=== block 1 ===
### Wiring by layer, block 1

Only two layers are drawn.
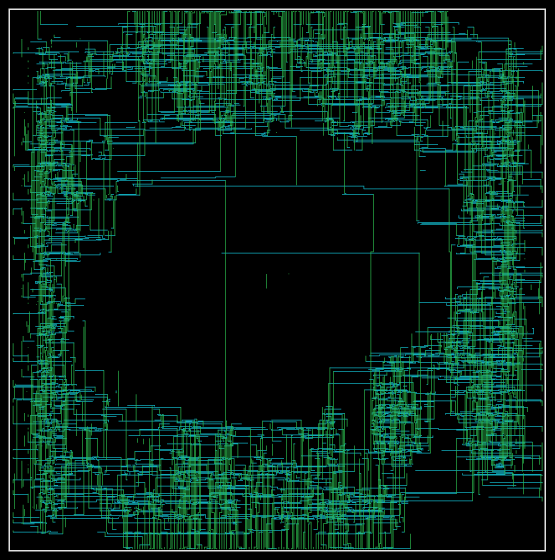

### src/rtl/cdb_arbiter.sv
// Common data bus arbiter: grants one completing functional unit per cycle
// (branch unit first, others round-robin) and registers it onto the CDB/PRF write port.
module cdb_arbiter #(
  parameter int NUM_REQ   = 5,
  parameter int PRF_IDX_W = 6,
  parameter int ROB_IDX_W = 6,
  parameter int BR_MASK_W = 4
) (
  input  logic                           clk,
  input  logic                           rst,
  input  logic [NUM_REQ-1:0]             req_vld_i,
  input  logic [NUM_REQ*PRF_IDX_W-1:0]   req_tag_i,
  input  logic [NUM_REQ*64-1:0]          req_value_i,
  input  logic [NUM_REQ*ROB_IDX_W-1:0]   req_rob_idx_i,
  input  logic [NUM_REQ*BR_MASK_W-1:0]   req_br_mask_i,
  output logic [NUM_REQ-1:0]             req_rdy_o,
  input  logic                           rob_br_recovery_i,
  input  logic                           rob_br_pred_correct_i,
  input  logic [BR_MASK_W-1:0]           rob_br_tag_fix_i,
  output logic                           cdb_vld_o,
  output logic [PRF_IDX_W-1:0]           cdb_tag_o,
  output logic [63:0]                    cdb_value_o,
  output logic [ROB_IDX_W-1:0]           cdb_rob_idx_o,
  output logic [BR_MASK_W-1:0]           cdb_br_mask_o
);
  localparam int PTR_W = $clog2(NUM_REQ);

  logic [PTR_W-1:0]     r_rr_ptr;
  logic                 r_vld;
  logic [PRF_IDX_W-1:0] r_tag;
  logic [63:0]          r_value;
  logic [ROB_IDX_W-1:0] r_rob_idx;
  logic [BR_MASK_W-1:0] r_mask;

  logic                 w_gnt_vld;
  logic [PTR_W-1:0]     w_gnt_idx;
  logic [PTR_W-1:0]     w_cand;
  logic [BR_MASK_W-1:0] w_fix_clr;

  // r_rr_ptr always lives in 1..NUM_REQ-1; the search walks forward from it and
  // wraps to 1, so requester 0 only ever wins through its absolute priority.
  always_comb begin
    w_gnt_vld = 1'b0;
    w_gnt_idx = '0;
    w_cand    = '0;
    if (!rst && !rob_br_recovery_i) begin
      if (req_vld_i[0]) begin
        w_gnt_vld = 1'b1;
      end else begin
        for (int k = NUM_REQ-1; k >= 1; k--) begin
          w_cand = PTR_W'(((int'(r_rr_ptr) - 1 + k) % (NUM_REQ-1)) + 1);
          if (req_vld_i[w_cand]) begin
            w_gnt_vld = 1'b1;
            w_gnt_idx = w_cand;
          end
        end
      end
    end
  end

  always_comb begin
    req_rdy_o = '0;
    req_rdy_o[w_gnt_idx] = w_gnt_vld;
  end

  assign w_fix_clr = rob_br_pred_correct_i ? rob_br_tag_fix_i : '0;

  always_ff @(posedge clk) begin
    if (rst) begin
      r_rr_ptr  <= PTR_W'(NUM_REQ-1);
      r_vld     <= 1'b0;
      r_tag     <= '0;
      r_value   <= '0;
      r_rob_idx <= '0;
      r_mask    <= '0;
    end else begin
      if (w_gnt_vld && w_gnt_idx != '0)
        r_rr_ptr <= w_gnt_idx;
      if (rob_br_recovery_i) begin
        r_vld     <= 1'b0;
        r_tag     <= '0;
        r_value   <= '0;
        r_rob_idx <= '0;
        r_mask    <= '0;
      end else if (w_gnt_vld) begin
        r_vld     <= 1'b1;
        r_tag     <= req_tag_i[w_gnt_idx*PRF_IDX_W +: PRF_IDX_W];
        r_value   <= req_value_i[w_gnt_idx*64 +: 64];
        r_rob_idx <= req_rob_idx_i[w_gnt_idx*ROB_IDX_W +: ROB_IDX_W];
        r_mask    <= req_br_mask_i[w_gnt_idx*BR_MASK_W +: BR_MASK_W] & ~w_fix_clr;
      end else begin
        r_vld  <= 1'b0;
        r_mask <= r_mask & ~w_fix_clr;
      end
    end
  end

  // A killed entry must not reach the PRF in the very cycle its branch recovers.
  assign cdb_vld_o     = r_vld & ~(rob_br_recovery_i & |(r_mask & rob_br_tag_fix_i));
  assign cdb_tag_o     = r_tag;
  assign cdb_value_o   = r_value;
  assign cdb_rob_idx_o = r_rob_idx;
  assign cdb_br_mask_o = r_mask;
endmodule
### config.mk
export PLATFORM = sky130hd
export DESIGN_NAME = cdb_arbiter
export DESIGN_NICKNAME = d
export VERILOG_FILES = /design/src/rtl/cdb_arbiter.sv
export SDC_FILE = /design/constraint.sdc
export NUM_CORES = 1
export LEC_CHECK = 0
export CORE_AREA = 4 4 194 196
export CTS_BUF_LIST = sky130_fd_sc_hd__clkbuf_16
export DETAILED_ROUTE_END_ITERATION = 10
export DIE_AREA = 0 0 198 200
export PLACE_DENSITY = 0.59
export SLEW_MARGIN = 10
export SYNTH_ARGS = -nofsm -noshare
export SYNTH_HDL_FRONTEND = slang
export SYNTH_SLANG_ARGS = --single-unit
### constraint.sdc
create_clock -name clk -period 7.27 [get_ports clk]
set_clock_uncertainty 0.05 [all_clocks]
set_input_delay 1.454 -clock clk [delete_from_list [all_inputs] [get_ports clk]]
set_output_delay 1.454 -clock clk [all_outputs]
set_load 0.05 [all_outputs]
=== block 2 ===
**config.mk**
```make
export PLATFORM = sky130hd
export DESIGN_NAME = latch_bist_flat
export DESIGN_NICKNAME = d
export VERILOG_FILES = /design/src/rtl/latch_bist_if.sv /design/src/rtl/latch_bist.sv /design/src/flat_wrapper.sv
export SDC_FILE = /design/constraint.sdc
export NUM_CORES = 1
export LEC_CHECK = 0
export CAP_MARGIN = 20
export CORE_AREA = 2 2 56 84
export CTS_CLUSTER_SIZE = 10
export DETAILED_ROUTE_END_ITERATION = 7
export DIE_AREA = 0 0 58 86
export PLACE_DENSITY_LB_ADDON = 0.05
export SYNTH_ARGS = -nofsm -noshare
export SYNTH_HDL_FRONTEND = slang
export SYNTH_SLANG_ARGS = --single-unit
```
**constraint.sdc**
```tcl
create_clock -name clk -period 2.6 [get_ports clk]
set_clock_uncertainty 0.15 [all_clocks]
set_input_delay 0.78 -clock clk [delete_from_list [all_inputs] [get_ports clk]]
set_output_delay 0.78 -clock clk [all_outputs]
set_load 0.01 [all_outputs]
```
**src/rtl/latch_bist_if.sv**
```systemverilog
// Handshake and latch-drive bundle between the latch BIST controller and its host/DUT side.
// LATCH_BIST_FAIL_LOG_EN adds the first-failure log signals.
interface latch_bist_if;
  logic       start;
  logic       lat_q;
  logic       lat_q_not;
  logic       lat_d;
  logic       lat_enable;
  logic       busy;
  logic       done;
  logic       pass;
  logic [3:0] err_count;
`ifdef LATCH_BIST_FAIL_LOG_EN
  logic       fail_valid;
  logic [2:0] first_fail_step;

  modport master (
    output start, lat_q, lat_q_not,
    input  lat_d, lat_enable, busy, done, pass, err_count,
    input  fail_valid, first_fail_step
  );
  modport slave (
    input  start, lat_q, lat_q_not,
    output lat_d, lat_enable, busy, done, pass, err_count,
    output fail_valid, first_fail_step
  );
`else
  modport master (
    output start, lat_q, lat_q_not,
    input  lat_d, lat_enable, busy, done, pass, err_count
  );
  modport slave (
    input  start, lat_q, lat_q_not,
    output lat_d, lat_enable, busy, done, pass, err_count
  );
`endif
endinterface

```
**src/rtl/latch_bist.sv**
```systemverilog
// Built-in self test for a single D latch: walks an 8-step enable/d table and counts q/q_not mismatches.
// Optional first-failure log enabled by defining LATCH_BIST_FAIL_LOG_EN.
//
// state  | meaning
// IDLE   | waiting for start; results held
// DRIVE  | lat_enable applied for the current step (d untouched)
// SETTLE | lat_d applied, held SETTLE_CYCLES cycles
// CHECK  | compare lat_q/lat_q_not against expected q
// FINISH | publish pass, pulse done next cycle, return to IDLE
module latch_bist #(
  parameter int unsigned SETTLE_CYCLES = 2
) (
  input logic        clk,
  input logic        reset,
  latch_bist_if.slave bus
);

  typedef enum logic [2:0] {
    IDLE   = 3'd0,
    DRIVE  = 3'd1,
    SETTLE = 3'd2,
    CHECK  = 3'd3,
    FINISH = 3'd4
  } state_t;

  // Step tables, bit i belongs to step i.
  localparam logic [7:0] TBL_EN = 8'b0101_0011;
  localparam logic [7:0] TBL_D  = 8'b0110_1010;
  localparam logic [7:0] TBL_Q  = 8'b1100_1110;
  localparam logic [3:0] SETTLE_LOAD = 4'(SETTLE_CYCLES - 1);
  localparam logic [3:0] ERR_MAX     = 4'd8;

  state_t     state, state_nxt;
  logic [2:0] step, step_nxt;
  logic [3:0] cnt, cnt_nxt;
  logic       en_r, en_nxt;
  logic       d_r, d_nxt;
  logic       busy_r, busy_nxt;
  logic       done_r, done_nxt;
  logic       pass_r, pass_nxt;
  logic [3:0] err_r, err_nxt;
  logic [2:0] step_inc;
  logic       step_fail;
`ifdef LATCH_BIST_FAIL_LOG_EN
  logic       fv_r, fv_nxt;
  logic [2:0] ff_r, ff_nxt;
`endif

  assign step_inc  = step + 3'd1;
  assign step_fail = (bus.lat_q != TBL_Q[step]) || (bus.lat_q_not != ~TBL_Q[step]);

  always_ff @(posedge clk) begin
    if (reset) begin
      state  <= IDLE;
      step   <= 3'd0;
      cnt    <= 4'd0;
      en_r   <= 1'b0;
      d_r    <= 1'b0;
      busy_r <= 1'b0;
      done_r <= 1'b0;
      pass_r <= 1'b0;
      err_r  <= 4'd0;
`ifdef LATCH_BIST_FAIL_LOG_EN
      fv_r   <= 1'b0;
      ff_r   <= 3'd0;
`endif
    end else begin
      state  <= state_nxt;
      step   <= step_nxt;
      cnt    <= cnt_nxt;
      en_r   <= en_nxt;
      d_r    <= d_nxt;
      busy_r <= busy_nxt;
      done_r <= done_nxt;
      pass_r <= pass_nxt;
      err_r  <= err_nxt;
`ifdef LATCH_BIST_FAIL_LOG_EN
      fv_r   <= fv_nxt;
      ff_r   <= ff_nxt;
`endif
    end
  end

  // Drives are registered on entry to DRIVE/SETTLE so enable always moves a cycle before d.
  always_comb begin
    state_nxt = state;
    step_nxt  = step;
    cnt_nxt   = cnt;
    en_nxt    = en_r;
    d_nxt     = d_r;
    busy_nxt  = busy_r;
    done_nxt  = 1'b0;
    pass_nxt  = pass_r;
    err_nxt   = err_r;
`ifdef LATCH_BIST_FAIL_LOG_EN
    fv_nxt    = fv_r;
    ff_nxt    = ff_r;
`endif
    case (state)
      IDLE: begin
        if (bus.start) begin
          state_nxt = DRIVE;
          step_nxt  = 3'd0;
          err_nxt   = 4'd0;
          pass_nxt  = 1'b0;
          busy_nxt  = 1'b1;
          en_nxt    = TBL_EN[0];
`ifdef LATCH_BIST_FAIL_LOG_EN
          fv_nxt    = 1'b0;
          ff_nxt    = 3'd0;
`endif
        end
      end
      DRIVE: begin
        state_nxt = SETTLE;
        cnt_nxt   = SETTLE_LOAD;
        d_nxt     = TBL_D[step];
      end
      SETTLE: begin
        if (cnt == 4'd0) state_nxt = CHECK;
        else             cnt_nxt   = cnt - 4'd1;
      end
      CHECK: begin
        if (step_fail) begin
          if (err_r != ERR_MAX) err_nxt = err_r + 4'd1;
`ifdef LATCH_BIST_FAIL_LOG_EN
          if (!fv_r) begin
            fv_nxt = 1'b1;
            ff_nxt = step;
          end
`endif
        end
        if (step == 3'd7) begin
          state_nxt = FINISH;
        end else begin
          state_nxt = DRIVE;
          step_nxt  = step_inc;
          en_nxt    = TBL_EN[step_inc];
        end
      end
      FINISH: begin
        done_nxt  = 1'b1;
        pass_nxt  = (err_r == 4'd0);
        busy_nxt  = 1'b0;
        state_nxt = IDLE;
      end
      default: state_nxt = IDLE;
    endcase
  end

  assign bus.lat_enable = en_r;
  assign bus.lat_d      = d_r;
  assign bus.busy       = busy_r;
  assign bus.done       = done_r;
  assign bus.pass       = pass_r;
  assign bus.err_count  = err_r;
`ifdef LATCH_BIST_FAIL_LOG_EN
  assign bus.fail_valid      = fv_r;
  assign bus.first_fail_step = ff_r;
`endif

endmodule

```
**src/flat_wrapper.sv**
```systemverilog
// flat-port wrapper written by rule: the top's interface ports become plain ports
module latch_bist_flat 
#(
  parameter int unsigned SETTLE_CYCLES = 2
)
  (clk, reset, bus_start, bus_lat_q, bus_lat_q_not, bus_lat_d, bus_lat_enable, bus_busy, bus_done, bus_pass, bus_err_count);
  latch_bist_if bus_i ();
  input logic clk;
  input logic reset;
  input wire logic [$bits(bus_i.start)-1:0] bus_start;
  input wire logic [$bits(bus_i.lat_q)-1:0] bus_lat_q;
  input wire logic [$bits(bus_i.lat_q_not)-1:0] bus_lat_q_not;
  output wire logic [$bits(bus_i.lat_d)-1:0] bus_lat_d;
  output wire logic [$bits(bus_i.lat_enable)-1:0] bus_lat_enable;
  output wire logic [$bits(bus_i.busy)-1:0] bus_busy;
  output wire logic [$bits(bus_i.done)-1:0] bus_done;
  output wire logic [$bits(bus_i.pass)-1:0] bus_pass;
  output wire logic [$bits(bus_i.err_count)-1:0] bus_err_count;
  assign bus_i.start = bus_start;
  assign bus_i.lat_q = bus_lat_q;
  assign bus_i.lat_q_not = bus_lat_q_not;
  assign bus_lat_d = bus_i.lat_d;
  assign bus_lat_enable = bus_i.lat_enable;
  assign bus_busy = bus_i.busy;
  assign bus_done = bus_i.done;
  assign bus_pass = bus_i.pass;
  assign bus_err_count = bus_i.err_count;
  latch_bist #(.SETTLE_CYCLES(SETTLE_CYCLES)) u_core (.clk(clk), .reset(reset), .bus(bus_i));
endmodule
```
=== block 3 ===
--- config.mk ---
export PLATFORM = sky130hd
export DESIGN_NAME = axis_pack_arbiter
export DESIGN_NICKNAME = d
export VERILOG_FILES = /design/src/rtl/axis_pack_arbiter.sv
export SDC_FILE = /design/constraint.sdc
export NUM_CORES = 1
export LEC_CHECK = 0
export ABC_AREA = 0
export CELL_PAD_IN_SITES_DETAIL_PLACEMENT = 1
export CELL_PAD_IN_SITES_GLOBAL_PLACEMENT = 1
export CORE_MARGIN = 2
export CORE_UTILIZATION = 28
export DETAILED_ROUTE_END_ITERATION = 6
export PLACE_DENSITY_LB_ADDON = 0.1
export REMOVE_ABC_BUFFERS = 1
export SLEW_MARGIN = 20
export SYNTH_ARGS = -nofsm -noshare
export SYNTH_HDL_FRONTEND = slang
export SYNTH_SLANG_ARGS = --single-unit
--- constraint.sdc ---
create_clock -name clk -period 2.4 [get_ports clk]
set_input_delay 0.24 -clock clk [delete_from_list [all_inputs] [get_ports clk]]
set_output_delay 0.24 -clock clk [all_outputs]
set_load 0.01 [all_outputs]
--- src/rtl/axis_pack_arbiter.sv ---
// rtl/axis_pack_arbiter.sv - packet-locked round-robin arbiter for sparse AXI-Stream sources
// Feeds one registered sparse output slice, dropping empty non-last beats and tagging each beat with its source.
module axis_pack_arbiter #(
  parameter int N_SRC  = 4,
  parameter int DWIDTH = 32,
  parameter int SRC_W  = $clog2(N_SRC)
) (
  input  logic                      clk,
  input  logic                      rst,
  input  logic [N_SRC*DWIDTH-1:0]   s_tdata,
  input  logic [N_SRC*DWIDTH/8-1:0] s_tkeep,
  input  logic [N_SRC-1:0]          s_tlast,
  input  logic [N_SRC-1:0]          s_tvalid,
  output logic [N_SRC-1:0]          s_tready,
  output logic [DWIDTH-1:0]         m_tdata,
  output logic [DWIDTH/8-1:0]       m_tkeep,
  output logic                      m_tlast,
  output logic [SRC_W-1:0]          m_tid,
  output logic                      m_tvalid,
  input  logic                      m_tready,
  output logic                      busy
);

  localparam int KW = DWIDTH / 8;

  typedef enum logic {
    ST_IDLE = 1'b0,
    ST_LOCK = 1'b1
  } state_t;

  state_t           r_state;
  state_t           w_state_nxt;
  logic [SRC_W-1:0] r_grant;
  logic [SRC_W-1:0] w_grant_nxt;
  logic [SRC_W-1:0] r_rr_ptr;
  logic [SRC_W-1:0] w_rr_ptr_nxt;
  logic [SRC_W-1:0] w_winner;
  logic [SRC_W-1:0] w_grant_inc;
  logic [SRC_W-1:0] w_rr_sel;
  int               w_rr_idx;
  logic             w_any_valid;

  logic [DWIDTH-1:0] w_g_tdata;
  logic [KW-1:0]     w_g_tkeep;
  logic              w_g_tlast;
  logic              w_g_tvalid;

  logic w_slice_ready;
  logic w_accept;
  logic w_forward;

  logic [DWIDTH-1:0] r_m_tdata;
  logic [KW-1:0]     r_m_tkeep;
  logic              r_m_tlast;
  logic [SRC_W-1:0]  r_m_tid;
  logic              r_m_tvalid;

  // Scan from the far end toward rr_ptr so the nearest valid source is the last one written.
  always_comb begin
    w_winner    = r_rr_ptr;
    w_rr_idx    = 0;
    w_rr_sel    = '0;
    w_any_valid = |s_tvalid;
    for (int k = N_SRC - 1; k >= 0; k--) begin
      w_rr_idx = int'(r_rr_ptr) + k;
      if (w_rr_idx >= N_SRC) begin
        w_rr_idx = w_rr_idx - N_SRC;
      end
      w_rr_sel = SRC_W'(w_rr_idx);
      if (s_tvalid[w_rr_sel]) begin
        w_winner = w_rr_sel;
      end
    end
  end

  always_comb begin
    w_g_tdata  = '0;
    w_g_tkeep  = '0;
    w_g_tlast  = 1'b0;
    w_g_tvalid = 1'b0;
    for (int i = 0; i < N_SRC; i++) begin
      if (r_grant == SRC_W'(i)) begin
        w_g_tdata  = s_tdata[i*DWIDTH +: DWIDTH];
        w_g_tkeep  = s_tkeep[i*KW +: KW];
        w_g_tlast  = s_tlast[i];
        w_g_tvalid = s_tvalid[i];
      end
    end
  end

  assign w_grant_inc   = (r_grant == SRC_W'(N_SRC - 1)) ? '0 : r_grant + 1'b1;
  assign w_slice_ready = ~r_m_tvalid | m_tready;
  assign w_accept      = (r_state == ST_LOCK) & w_g_tvalid & w_slice_ready;
  assign w_forward     = w_accept & ((|w_g_tkeep) | w_g_tlast);

  // Ready never looks at s_tvalid, only at the slice state and downstream ready.
  always_comb begin
    s_tready = '0;
    for (int i = 0; i < N_SRC; i++) begin
      s_tready[i] = (r_state == ST_LOCK) && (r_grant == SRC_W'(i)) && w_slice_ready;
    end
  end

  always_ff @(posedge clk) begin
    if (rst) begin
      r_state  <= ST_IDLE;
      r_grant  <= '0;
      r_rr_ptr <= '0;
    end else begin
      r_state  <= w_state_nxt;
      r_grant  <= w_grant_nxt;
      r_rr_ptr <= w_rr_ptr_nxt;
    end
  end

  always_comb begin
    w_state_nxt  = r_state;
    w_grant_nxt  = r_grant;
    w_rr_ptr_nxt = r_rr_ptr;
    case (r_state)
      ST_IDLE: begin
        if (w_any_valid) begin
          w_state_nxt = ST_LOCK;
          w_grant_nxt = w_winner;
        end
      end
      ST_LOCK: begin
        if (w_accept && w_g_tlast) begin
          w_state_nxt  = ST_IDLE;
          w_rr_ptr_nxt = w_grant_inc;
        end
      end
      default: w_state_nxt = ST_IDLE;
    endcase
  end

  // Output slice: load on a forwarded beat, otherwise drain on m_tready and hold while stalled.
  always_ff @(posedge clk) begin
    if (rst) begin
      r_m_tdata  <= '0;
      r_m_tkeep  <= '0;
      r_m_tlast  <= 1'b0;
      r_m_tid    <= '0;
      r_m_tvalid <= 1'b0;
    end else if (w_forward) begin
      r_m_tdata  <= w_g_tdata;
      r_m_tkeep  <= w_g_tkeep;
      r_m_tlast  <= w_g_tlast;
      r_m_tid    <= r_grant;
      r_m_tvalid <= 1'b1;
    end else if (m_tready) begin
      r_m_tvalid <= 1'b0;
    end
  end

  assign m_tdata  = r_m_tdata;
  assign m_tkeep  = r_m_tkeep;
  assign m_tlast  = r_m_tlast;
  assign m_tid    = r_m_tid;
  assign m_tvalid = r_m_tvalid;
  assign busy     = (r_state == ST_LOCK);

endmodule

=== block 4 ===
## src/rtl/uart_tx.sv

```systemverilog
// Byte-wide UART transmitter: start bit, 8 data bits LSB first, optional parity, 1 or 2 stop bits.
// Parity bit is compiled in only when UART_TX_PARITY_EN is defined.
module uart_tx #(
    parameter int          CLK_HZ       = 200_000_000,
    parameter int          BAUD         = 9600,
    parameter logic [15:0] BAUD_DIVISOR = 16'(CLK_HZ / BAUD),
    parameter int          STOP_BITS    = 1,
    parameter bit          PARITY_ODD   = 1'b0
) (
    input  logic       clk,
    input  logic       nrst,
    input  logic [7:0] tx_data,
    input  logic       tx_start,
    output logic       tx_busy,
    output logic       tx_done,
    output logic       txd
);

    // state  | meaning
    // IDLE   | line high, waiting for tx_start
    // START  | start bit (txd = 0)
    // DATA   | 8 data bits, LSB first
    // PARITY | parity bit (only with UART_TX_PARITY_EN)
    // STOP   | STOP_BITS stop periods (txd = 1)
`ifdef UART_TX_PARITY_EN
    typedef enum logic [2:0] {IDLE, START, DATA, PARITY, STOP} state_t;
`else
    typedef enum logic [2:0] {IDLE, START, DATA, STOP} state_t;
`endif

    localparam logic [15:0] CNT_RELOAD = BAUD_DIVISOR - 16'd1;
    localparam logic        LAST_STOP  = (STOP_BITS == 2);

    state_t      state;
    logic [15:0] cnt;
    logic [7:0]  shreg;
    logic [2:0]  bit_idx;
    logic        stop_idx;
`ifdef UART_TX_PARITY_EN
    logic        par_bit;
`else
    logic        unused_parity_odd;
    assign unused_parity_odd = PARITY_ODD;
`endif

    always_ff @(posedge clk) begin
        if (!nrst) begin
            state    <= IDLE;
            cnt      <= 16'd0;
            shreg    <= 8'd0;
            bit_idx  <= 3'd0;
            stop_idx <= 1'b0;
`ifdef UART_TX_PARITY_EN
            par_bit  <= 1'b0;
`endif
            txd      <= 1'b1;
            tx_busy  <= 1'b0;
            tx_done  <= 1'b0;
        end else begin
            tx_done <= 1'b0;
            case (state)
                IDLE: begin
                    if (tx_start) begin
                        shreg   <= tx_data;
`ifdef UART_TX_PARITY_EN
                        par_bit <= (^tx_data) ^ PARITY_ODD;
`endif
                        txd     <= 1'b0;
                        tx_busy <= 1'b1;
                        cnt     <= CNT_RELOAD;
                        state   <= START;
                    end else begin
                        txd <= 1'b1;
                    end
                end
                default: begin
                    if (cnt != 16'd0) begin
                        cnt <= cnt - 16'd1;
                    end else begin
                        cnt <= CNT_RELOAD;
                        case (state)
                            START: begin
                                txd     <= shreg[0];
                                bit_idx <= 3'd0;
                                state   <= DATA;
                            end
                            DATA: begin
                                if (bit_idx == 3'd7) begin
`ifdef UART_TX_PARITY_EN
                                    txd   <= par_bit;
                                    state <= PARITY;
`else
                                    txd      <= 1'b1;
                                    stop_idx <= 1'b0;
                                    state    <= STOP;
`endif
                                end else begin
                                    shreg   <= shreg >> 1;
                                    txd     <= shreg[1];
                                    bit_idx <= bit_idx + 3'd1;
                                end
                            end
`ifdef UART_TX_PARITY_EN
                            PARITY: begin
                                txd      <= 1'b1;
                                stop_idx <= 1'b0;
                                state    <= STOP;
                            end
`endif
                            STOP: begin
                                if (stop_idx == LAST_STOP) begin
                                    tx_done <= 1'b1;
                                    // A held request chains the next frame with no idle cycle.
                                    if (tx_start) begin
                                        shreg   <= tx_data;
`ifdef UART_TX_PARITY_EN
                                        par_bit <= (^tx_data) ^ PARITY_ODD;
`endif
                                        txd     <= 1'b0;
                                        tx_busy <= 1'b1;
                                        state   <= START;
                                    end else begin
                                        txd     <= 1'b1;
                                        tx_busy <= 1'b0;
                                        state   <= IDLE;
                                    end
                                end else begin
                                    stop_idx <= 1'b1;
                                end
                            end
                            default: begin
                                txd     <= 1'b1;
                                tx_busy <= 1'b0;
                                state   <= IDLE;
                            end
                        endcase
                    end
                end
            endcase
        end
    end

endmodule

```

## config.mk

```make
export PLATFORM = sky130hd
export DESIGN_NAME = uart_tx
export DESIGN_NICKNAME = d
export VERILOG_FILES = /design/src/rtl/uart_tx.sv
export SDC_FILE = /design/constraint.sdc
export NUM_CORES = 1
export LEC_CHECK = 0
export ABC_AREA = 1
export CAP_MARGIN = 20
export CORE_ASPECT_RATIO = 1.1
export CORE_UTILIZATION = 50
export DETAILED_ROUTE_END_ITERATION = 7
export PLACE_DENSITY = 0.71
export REMOVE_ABC_BUFFERS = 1
export SLEW_MARGIN = 25
export SYNTH_ARGS = -nofsm -noshare
export SYNTH_HDL_FRONTEND = slang
export SYNTH_SLANG_ARGS = --single-unit
```

## constraint.sdc

```tcl
create_clock -name clk -period 2.5 [get_ports clk]
set_clock_uncertainty 0.1 [all_clocks]
set_input_delay 0.5 -clock clk [delete_from_list [all_inputs] [get_ports clk]]
set_output_delay 0.5 -clock clk [all_outputs]
set_load 0.03 [all_outputs]
```

### Clock nets, block 3

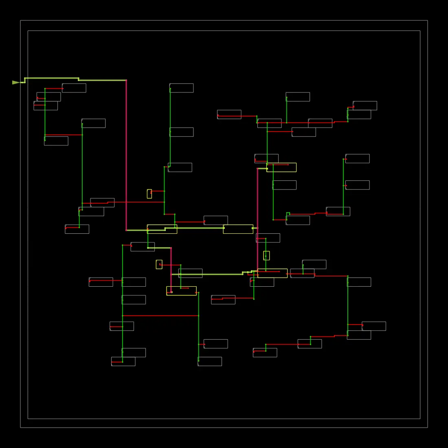
Clock Skew: 6.94 ps
Worst-Skew Late Latency: 290 ps
Clock Sinks: 45
Clock buffer cells: 6

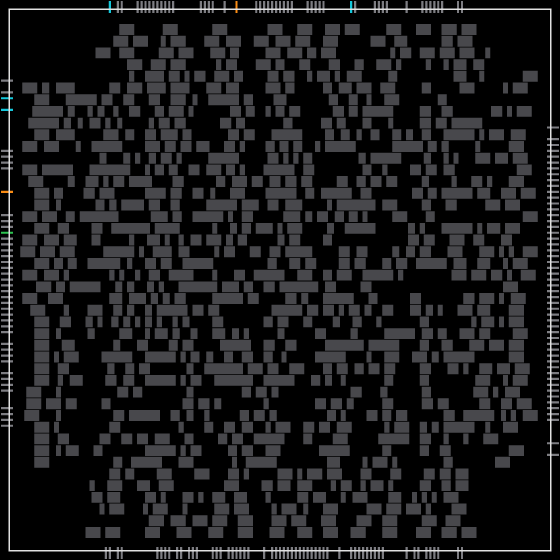
*Pin map, block 3*
Pins as bars across the die edge, other pins in gray.
- orange: m_tid (pins 2; direction output; edge 1 left, 1 top)
- green: m_tvalid (pins 1; direction output; edge left)
- cyan: m_tkeep (pins 4; direction output; edge 2 top, 2 left)
y dimension of the die: 126 microns
count of input and output buffers: 199
Chip Width: 126 microns

==> run_results.csv, block 3 <==
group,metric,value,unit
synth,synth.most_common_cell,"sky130_fd_sc_hd__nand2_1",
status,run_status,"completed",
critical_path,reg2reg_slack,90,ps
cts,postCtsSetupBuffers,3,
synth,yosys_simple_share,27.6,%
synth,syn_avg_cell_area,7.02,sq um
worst_hold_path,whs_path_depth,2,
floorplan,core_area,14500,sq um
critical_path,criticalPathCategory,"flip-flop to flip-flop",
synth,fraction_of_synthesized_cell_area_in_xor_and_xnor_cells,0,%
grt,grt_max_degree,48,
layout,largest_register_ffs,32,
layout,area.share.sequential,13.2,%
critical_path,max_stage_delay,530,ps
routing,totalWireLength,19.7,mm
synth,enable_flop_cells,0,
worst_hold_path,hold_path_end,"m_tvalid",
critical_path,capture_instance_of_the_worst_register_to_register_path,"m_tdata[5]",
critical_path,regToRegStartpoint,"r_grant[0]",
synth,synthTopCellsByCount,"sky130_fd_sc_hd__nand2_1 (110), sky130_fd_sc_hd__o211ai_1 (60), sky130_fd_sc_hd__dfxtp_1 (45), sky130_fd_sc_hd__a21oi_1 (40), sky130_fd_sc_hd__clkbuf_1 (40)",
timing,final_count_of_negative_setup_slack_endpoints,0,
synth,top_logic_kind,"AND-OR/OR-AND gates",
pwr,power.share.clock,20.1,%
pwr,pwr-share-seq,26.1,%
critical_path,crit_path_top_delay_cell,"sky130_fd_sc_hd__or4_1",
timing,final.setup.worst_slack,91.8,ps
pwr,pwr_density_cell,509,nW/um^2
critical_path,timing.critical_path.fanout_max,47,
layout,ff_count,45,
synth,synthTopCellsByArea,"sky130_fd_sc_hd__dfxtp_1 (22%), sky130_fd_sc_hd__o211ai_1 (11%), sky130_fd_sc_hd__nand2_1 (10%), sky130_fd_sc_hd__o221ai_1 (5.7%), sky130_fd_sc_hd__a211oi_1 (5.3%)",
layout,inverters_excl_clock,7,
layout,storage_element_area,902,sq um
pwr,p_int,0.00211,W
placement,detailed_place.area,6530,sq um
critical_path,critical_path.cell_chain,"ha_2 -> buf_4 -> inv_4 -> buf_4 -> o2111a_2 -> a21oi_4 -> buf_12 -> or4_1 -> o211ai_1",
critical_path,timing.critical_path.mode_cell,"sky130_fd_sc_hd__buf_4",
critical_path,cp.required,2610,ps
layout,clkCellAreaFrac,2.04,%
layout,share_of_cell_area_taken_by_multi_input_logic_gates,43.9,%
## block 3: routing by layer
metal / track usage (%) / vias to the layer above / part of all wire (%)
met4: 5.69 / 0 / 1.5
li1: - / 2694 / -
met3: 3.42 / 23 / 4.7
met1: 31.1 / 2852 / 44
met2: 43.2 / 182 / 50
met5: 0 / - / 0
## block 3: power groups by stage
stage	registers [W]	logic (W)	clock network, W
3_5_place_dp	0.000922	0.00180	0
5_1_grt	0.000918	0.00202	0.000733
6_report	0.000907	0.00187	0.000698
3_3_place_gp	0.000920	0.00175	0
4_1_cts	0.000906	0.00182	0.000710
2_1_floorplan	0.000951	0.000741	0
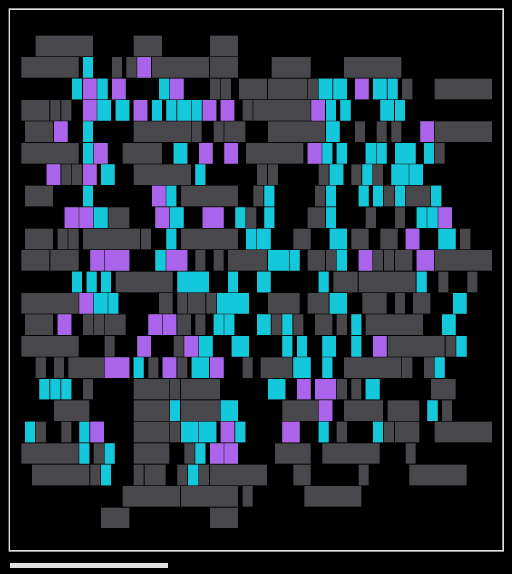
*Logic cells by family, block 4*
Bar = 20 microns.
- cyan: nand cells (cells 109)
- purple: aoi and oai cells (cells 48)
number of standard cells in the final layout excluding fillers: 369
leading cell type in the layout, fill and taps excluded: sky130_fd_sc_hd__nand2_1
share of cell area taken by multi-input logic gates: 51.6%

==> run_results.csv, block 4 <==
group,metric,value,unit
floorplan,fp.dieArea,4280,sq um
layout,storage_element_area,641,sq um
synth,synth-seq-cells,32,
cts,clkSinkCount,32,
placement,detailed_place.area,2160,sq um
floorplan,rows,23,
cts,clockBufferDepth,2,
grt,antenna_violations_before_repair,0,
critical_path,criticalPathCategory,"flip-flop to flip-flop",
critical_path,timing.critical_path.fanout_max,17,
layout,largest_register_ffs,16,
worst_hold_path,min_from,"shreg[5]",
layout,area.share.sequential,28.4,%
critical_path,critical-path-top-delay-family,"simple AND/OR/NAND/NOR gates",
synth,top_logic_kind,"simple AND/OR/NAND/NOR gates",
synth,syn_avg_cell_area,6.63,sq um
synth,synth_top_flop_cell,"sky130_fd_sc_hd__dfxtp_1",
synth,synth.cell_area,2010,sq um
critical_path,worstSetupEndpoint,"shreg[6]",
pwr,pwr.group.clock,0.000424,W
routing,top_layer_used,"met4",
pwr,switching_power_of_the_nets,0.00145,W
critical_path,critical_path.cell_chain,"inv_1 -> ha_1 -> inv_1 -> nand2_4 -> nand2_1 -> nand2_1 -> a21oi_1",
layout,ff_count,32,
synth,yosys_simple_share,37.8,%
routing,wl_met1,1.96,mm
pwr,power.total,0.00296,W
routing,route.met3.wl,121,microns
worst_hold_path,hold_path_end,"shreg[5]",
layout,largest_cell_class_by_area,"combinational gates",
layout,reg.largest.list,"cnt (16), shreg (8), bit_idx (3)",
floorplan,die_x,62.4,microns
status,run_status,"completed",
pwr,pwr-share-seq,28.4,%
routing,drc,0,
critical_path,reg2reg_slack,600,ps
placement,post-dp-hpwl,3.09,mm
routing,wl_per_cell,11.5,microns
cts,htree_num_levels,2,
routing,drt-vias-per-instance,5.14,
synth,syn_inst,303,
timing,finalHoldViolCount,0,
timing,final_count_of_negative_setup_slack_endpoints,0,
pwr,p_leak,0.969,nW
timing,worstMarginPinSlew,476,ps
## block 4: worst register-to-register path, cell delays in order (launching register included)
cell                      delay, ps
sky130_fd_sc_hd__dfxtp_1        410
sky130_fd_sc_hd__inv_1          110
sky130_fd_sc_hd__ha_1           320
sky130_fd_sc_hd__inv_1          230
sky130_fd_sc_hd__nand2_4        170
sky130_fd_sc_hd__nand2_1        260
sky130_fd_sc_hd__nand2_1        100
sky130_fd_sc_hd__a21oi_1        140
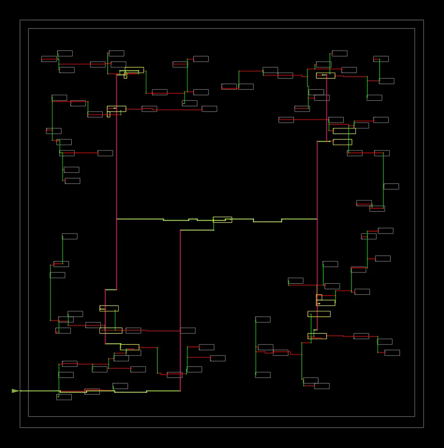
*Clock nets, block 1*
total CTS buffers: 9
flop count: 83
Clock Sinks: 83
Clock buffer cells: 9
Power Clock: 0.000549 W

Notes on 'Wiring by layer' of block 1 above:
- green: M2 (wire length 18,500 microns)
- cyan: M1 (wire length 15,700 microns)
All-Layer GR Usage: 18.0%
DRT Wirelength: 38.5 mm
total via count after detailed routing: 9,354
Routed WL per cell: 21.3 microns

==> run_results.csv, block 1 <==
group,metric,value,unit
status,run_status,"completed",
timing,fin_worst_hold_slack,473,ps
routing,top_layer_used,"met4",
layout,finish.net_count,1755,
timing,final.period_utilization,84.5,%
placement,io_buffers,498,
pwr,p_leak,4.46,nW
critical_path,crit_path_top_delay_cell,"sky130_fd_sc_hd__dfxtp_1",
grt,grt_util_met2,30.3,%
layout,area.growth.synth_to_final,83.2,%
grt,globalRouteMet1Util,21.8,%
cts,cts_repair_resizes,0,
critical_path,timing.critical_path.mode_cell,"sky130_fd_sc_hd__o21ai_1",
routing,drc,0,
critical_path,critical_path.cell_chain,"inv_2 -> ha_1 -> mux2i_1 -> o21ai_1 -> o21ai_1 -> o2111ai_1 -> a21oi_4 -> and3_1 -> clkdlybuf4s50_1",
synth,post_synth_fa_ha_maj_area_fraction,0.755,%
critical_path,reg2reg_slack,2610,ps
pwr,pwr-share-seq,27.9,%
layout,fin_area,12100,sq um
timing,final_count_of_negative_setup_slack_endpoints,0,
layout,largest_cell_class_by_area,"non-clock buffers",
floorplan,core_util_floorplan,18.4,%
routing,wl_met2,18.5,mm
timing,worstMarginPinSlew,968,ps
layout,layout.non_clock_buffers,515,
critical_path,criticalPathCategory,"flip-flop to primary output",
critical_path,worstSetupEndpoint,"req_rdy_o[3]",
critical_path,cp-end-kind,"primary output",
routing,route.met3.wl,3.05,mm
timing,fmax,163,MHz
grt,groute.layer.met3.usage,4.15,%
synth,synth-warning-count,0,
cts,clockBufferDepth,2,
layout,clkCellAreaFrac,2.72,%
pwr,comb_power_share,40.6,%
layout,nFillCells,3790,
routing,drtIter0Drc,566,
timing,final.setup.worst_slack,1130,ps
## block 1: placed cells by master, fill, tap and decap left out, drive strengths merged, types with 5 or more instances in the layout
| cell | instances |
|---|---|
| clkbuf | 9 |
| clkdlybuf4s50 | 496 |
| o21ai | 164 |
| nand2 | 87 |
| a21oi | 16 |
| nor2 | 12 |
| a31oi | 77 |
| dfxtp | 83 |
| a21o | 76 |
| buf | 19 |
| a311oi | 76 |
| inv | 5 |
| and3 | 78 |
| nand3 | 94 |
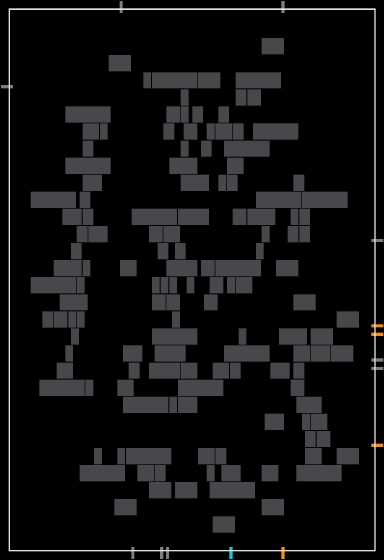
*Pin map, block 2*
Pins as bars across the die edge, other pins in gray.
- orange: bus_err_count (pins 4; direction output; edge 3 right, 1 bottom)
- cyan: bus_pass (pins 1; direction output; edge bottom)
- all pins by edge: 6 right, 5 bottom, 2 top, 1 left
count of input and output buffers: 13
Chip Width: 58 microns
y dimension of the die: 86 microns

==> run_results.csv, block 2 <==
group,metric,value,unit
cts,postCtsHoldBufs,0,
layout,layout.non_clock_buffers,18,
cts,cts_tree,"yes",
layout,clock_buffer_count,4,
synth,synth_top_flop_cell,"sky130_fd_sc_hd__dfxtp_1",
timing,worstMarginPinSlew,713,ps
grt,globalRouteMet1Util,12.4,%
pwr,power.ir.vdd_worst,0.000299,V
pwr,power.total,0.000803,W
status,run_status,"completed",
synth,synth-seq-cells,20,
grt,number_of_global_route_vias_before_repair,890,
synth,ys_chip_area,1020,sq um
critical_path,capture_instance_of_the_worst_register_to_register_path,"u_core.bus.err_count[2]",
layout,nFillCells,470,
synth,synthTopCellsByCount,"sky130_fd_sc_hd__dfxtp_1 (20), sky130_fd_sc_hd__nor2_1 (15), sky130_fd_sc_hd__inv_1 (8), sky130_fd_sc_hd__nor3_1 (7), sky130_fd_sc_hd__o21ai_0 (7)",
cts,cts_root_buf,"sky130_fd_sc_hd__clkbuf_8",
critical_path,timing.critical_path.fanout_max,2,
synth,syn_avg_cell_area,8.45,sq um
layout,finish.net_count,150,
layout,fin_area,1270,sq um
routing,wl_met1,991,microns
synth,top_area_cell,"sky130_fd_sc_hd__dfxtp_1",
synth,asyncSetResetFlopFracSynth,0,%
routing,drt.antenna.violating_nets,0,
cts,cts_repair_resizes,0,
synth,enable_flop_cells,0,
layout,inverters_excl_clock,8,
timing,fin_worst_hold_slack,356,ps
layout,area.share.sequential,31.4,%
floorplan,core_util_floorplan,24.3,%
timing,relSlewSlack,52.4,%
synth,synth-warning-count,0,
routing,totalWireLength,2.34,mm
==> block 2: logic make-up after synthesis <==
kind of cell	count (synthesis)	share of synthesized area, %
AOI/OAI and AO/OA	21	12.1
and+or+nand+nor	56	31.2
muxes	1	0.979
DFF	20	39.2
adders and majority gates	6	7.34
xor gates and xnor gates	4	3.43
buffers and inverters	13	5.75
==> block 2: power breakdown <==
group / switching [W] / internal [W]
sequential: 0.0000281 / 0.000333
clock: 0.000108 / 0.000135
combinational: 0.000104 / 0.0000961

## Gallery

Sequential cells grouped by signal name.
shot_01.png
Bar = 50 microns.
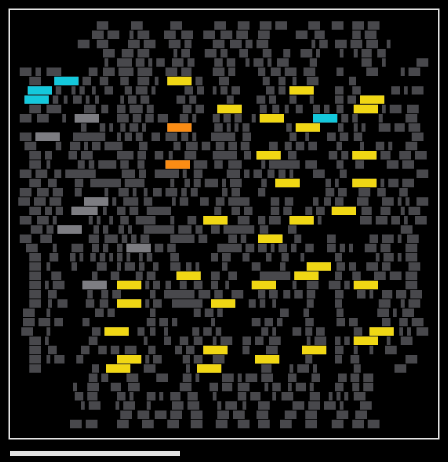
shot_02.png
Bar = 20 microns.
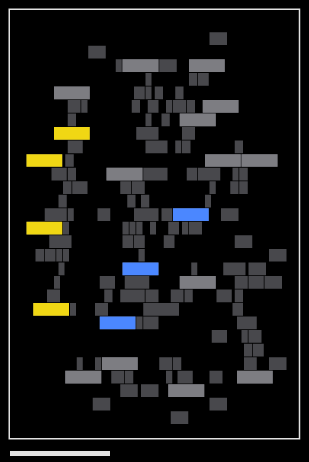
shot_03.png
Bar = 50 microns.
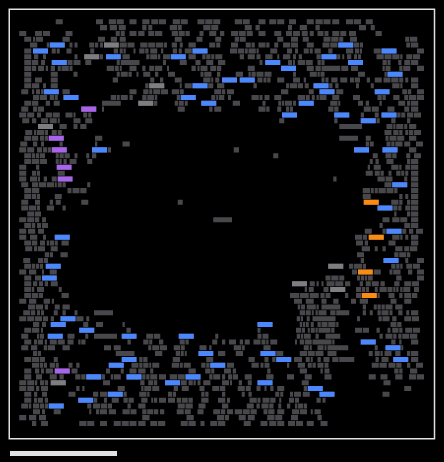
shot_04.png
Bar = 20 microns.
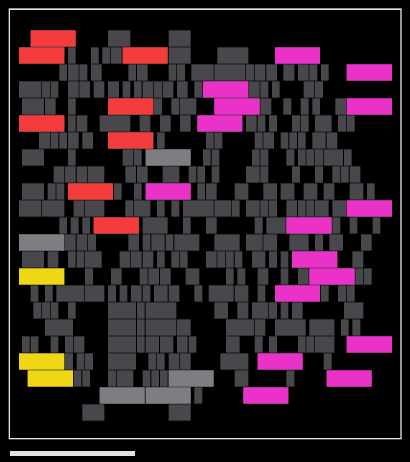
shot_02.png comes from block 2.
shot_03.png comes from block 1.
shot_04.png comes from block 4.
shot_01.png comes from block 3.
- fewest cells: shot_02.png
- most cells: shot_03.png



## Gallery

Wiring by layer.
Only two layers are drawn.
picture 1
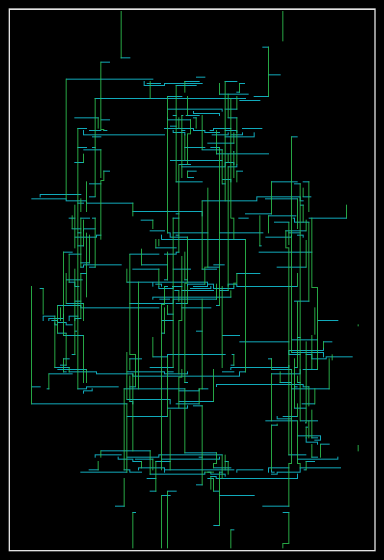
picture 2
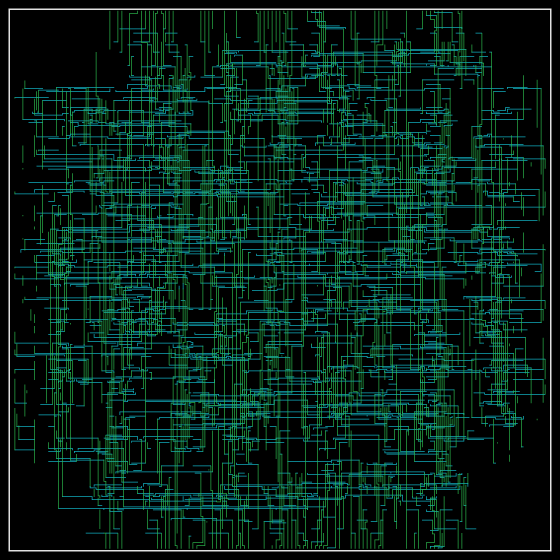
picture 3
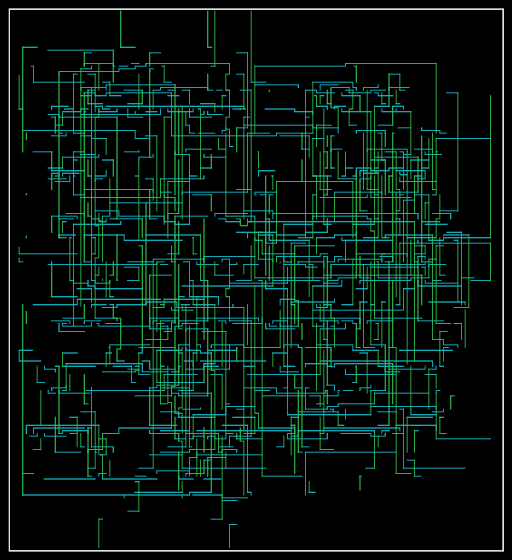
Picture 1 is block 2.
Picture 2 is block 3.
Picture 3 is block 4.

Key to picture 1:
- cyan: M1 (wire length 992 microns)
- green: M2 (wire length 1,230 microns)


==> notes/layouts.md <==
Pictures saved along the way, in no particular order.

Logic cells by family.
Plate I
Bar = 20 microns.
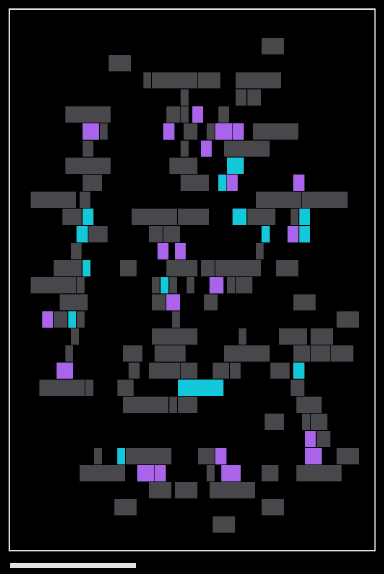
Plate II
Bar = 50 microns.
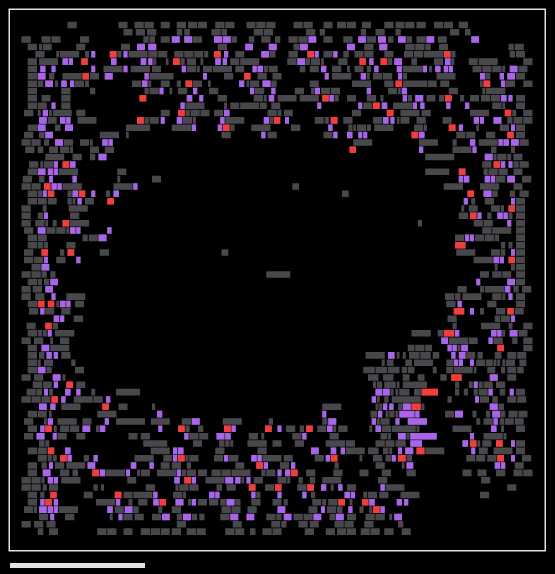
Plate III
Bar = 50 microns.
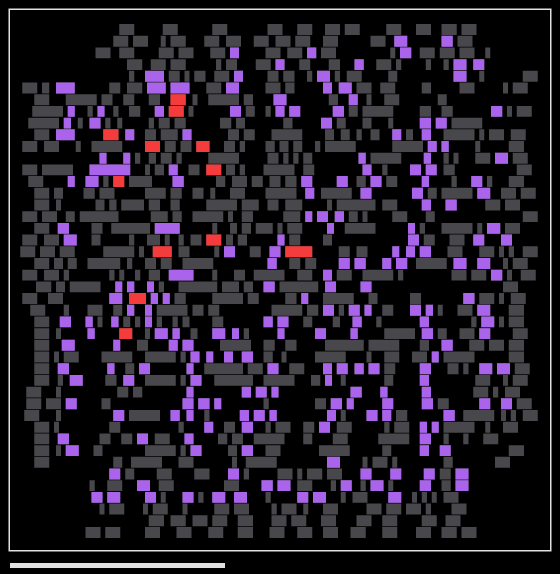
Block 2 is Plate I.
Block 1 is Plate II.
Block 3 is Plate III.
- largest die: Plate II
- fewest cells: Plate I

No activity file was given, so power comes from the tool's default toggle rates.
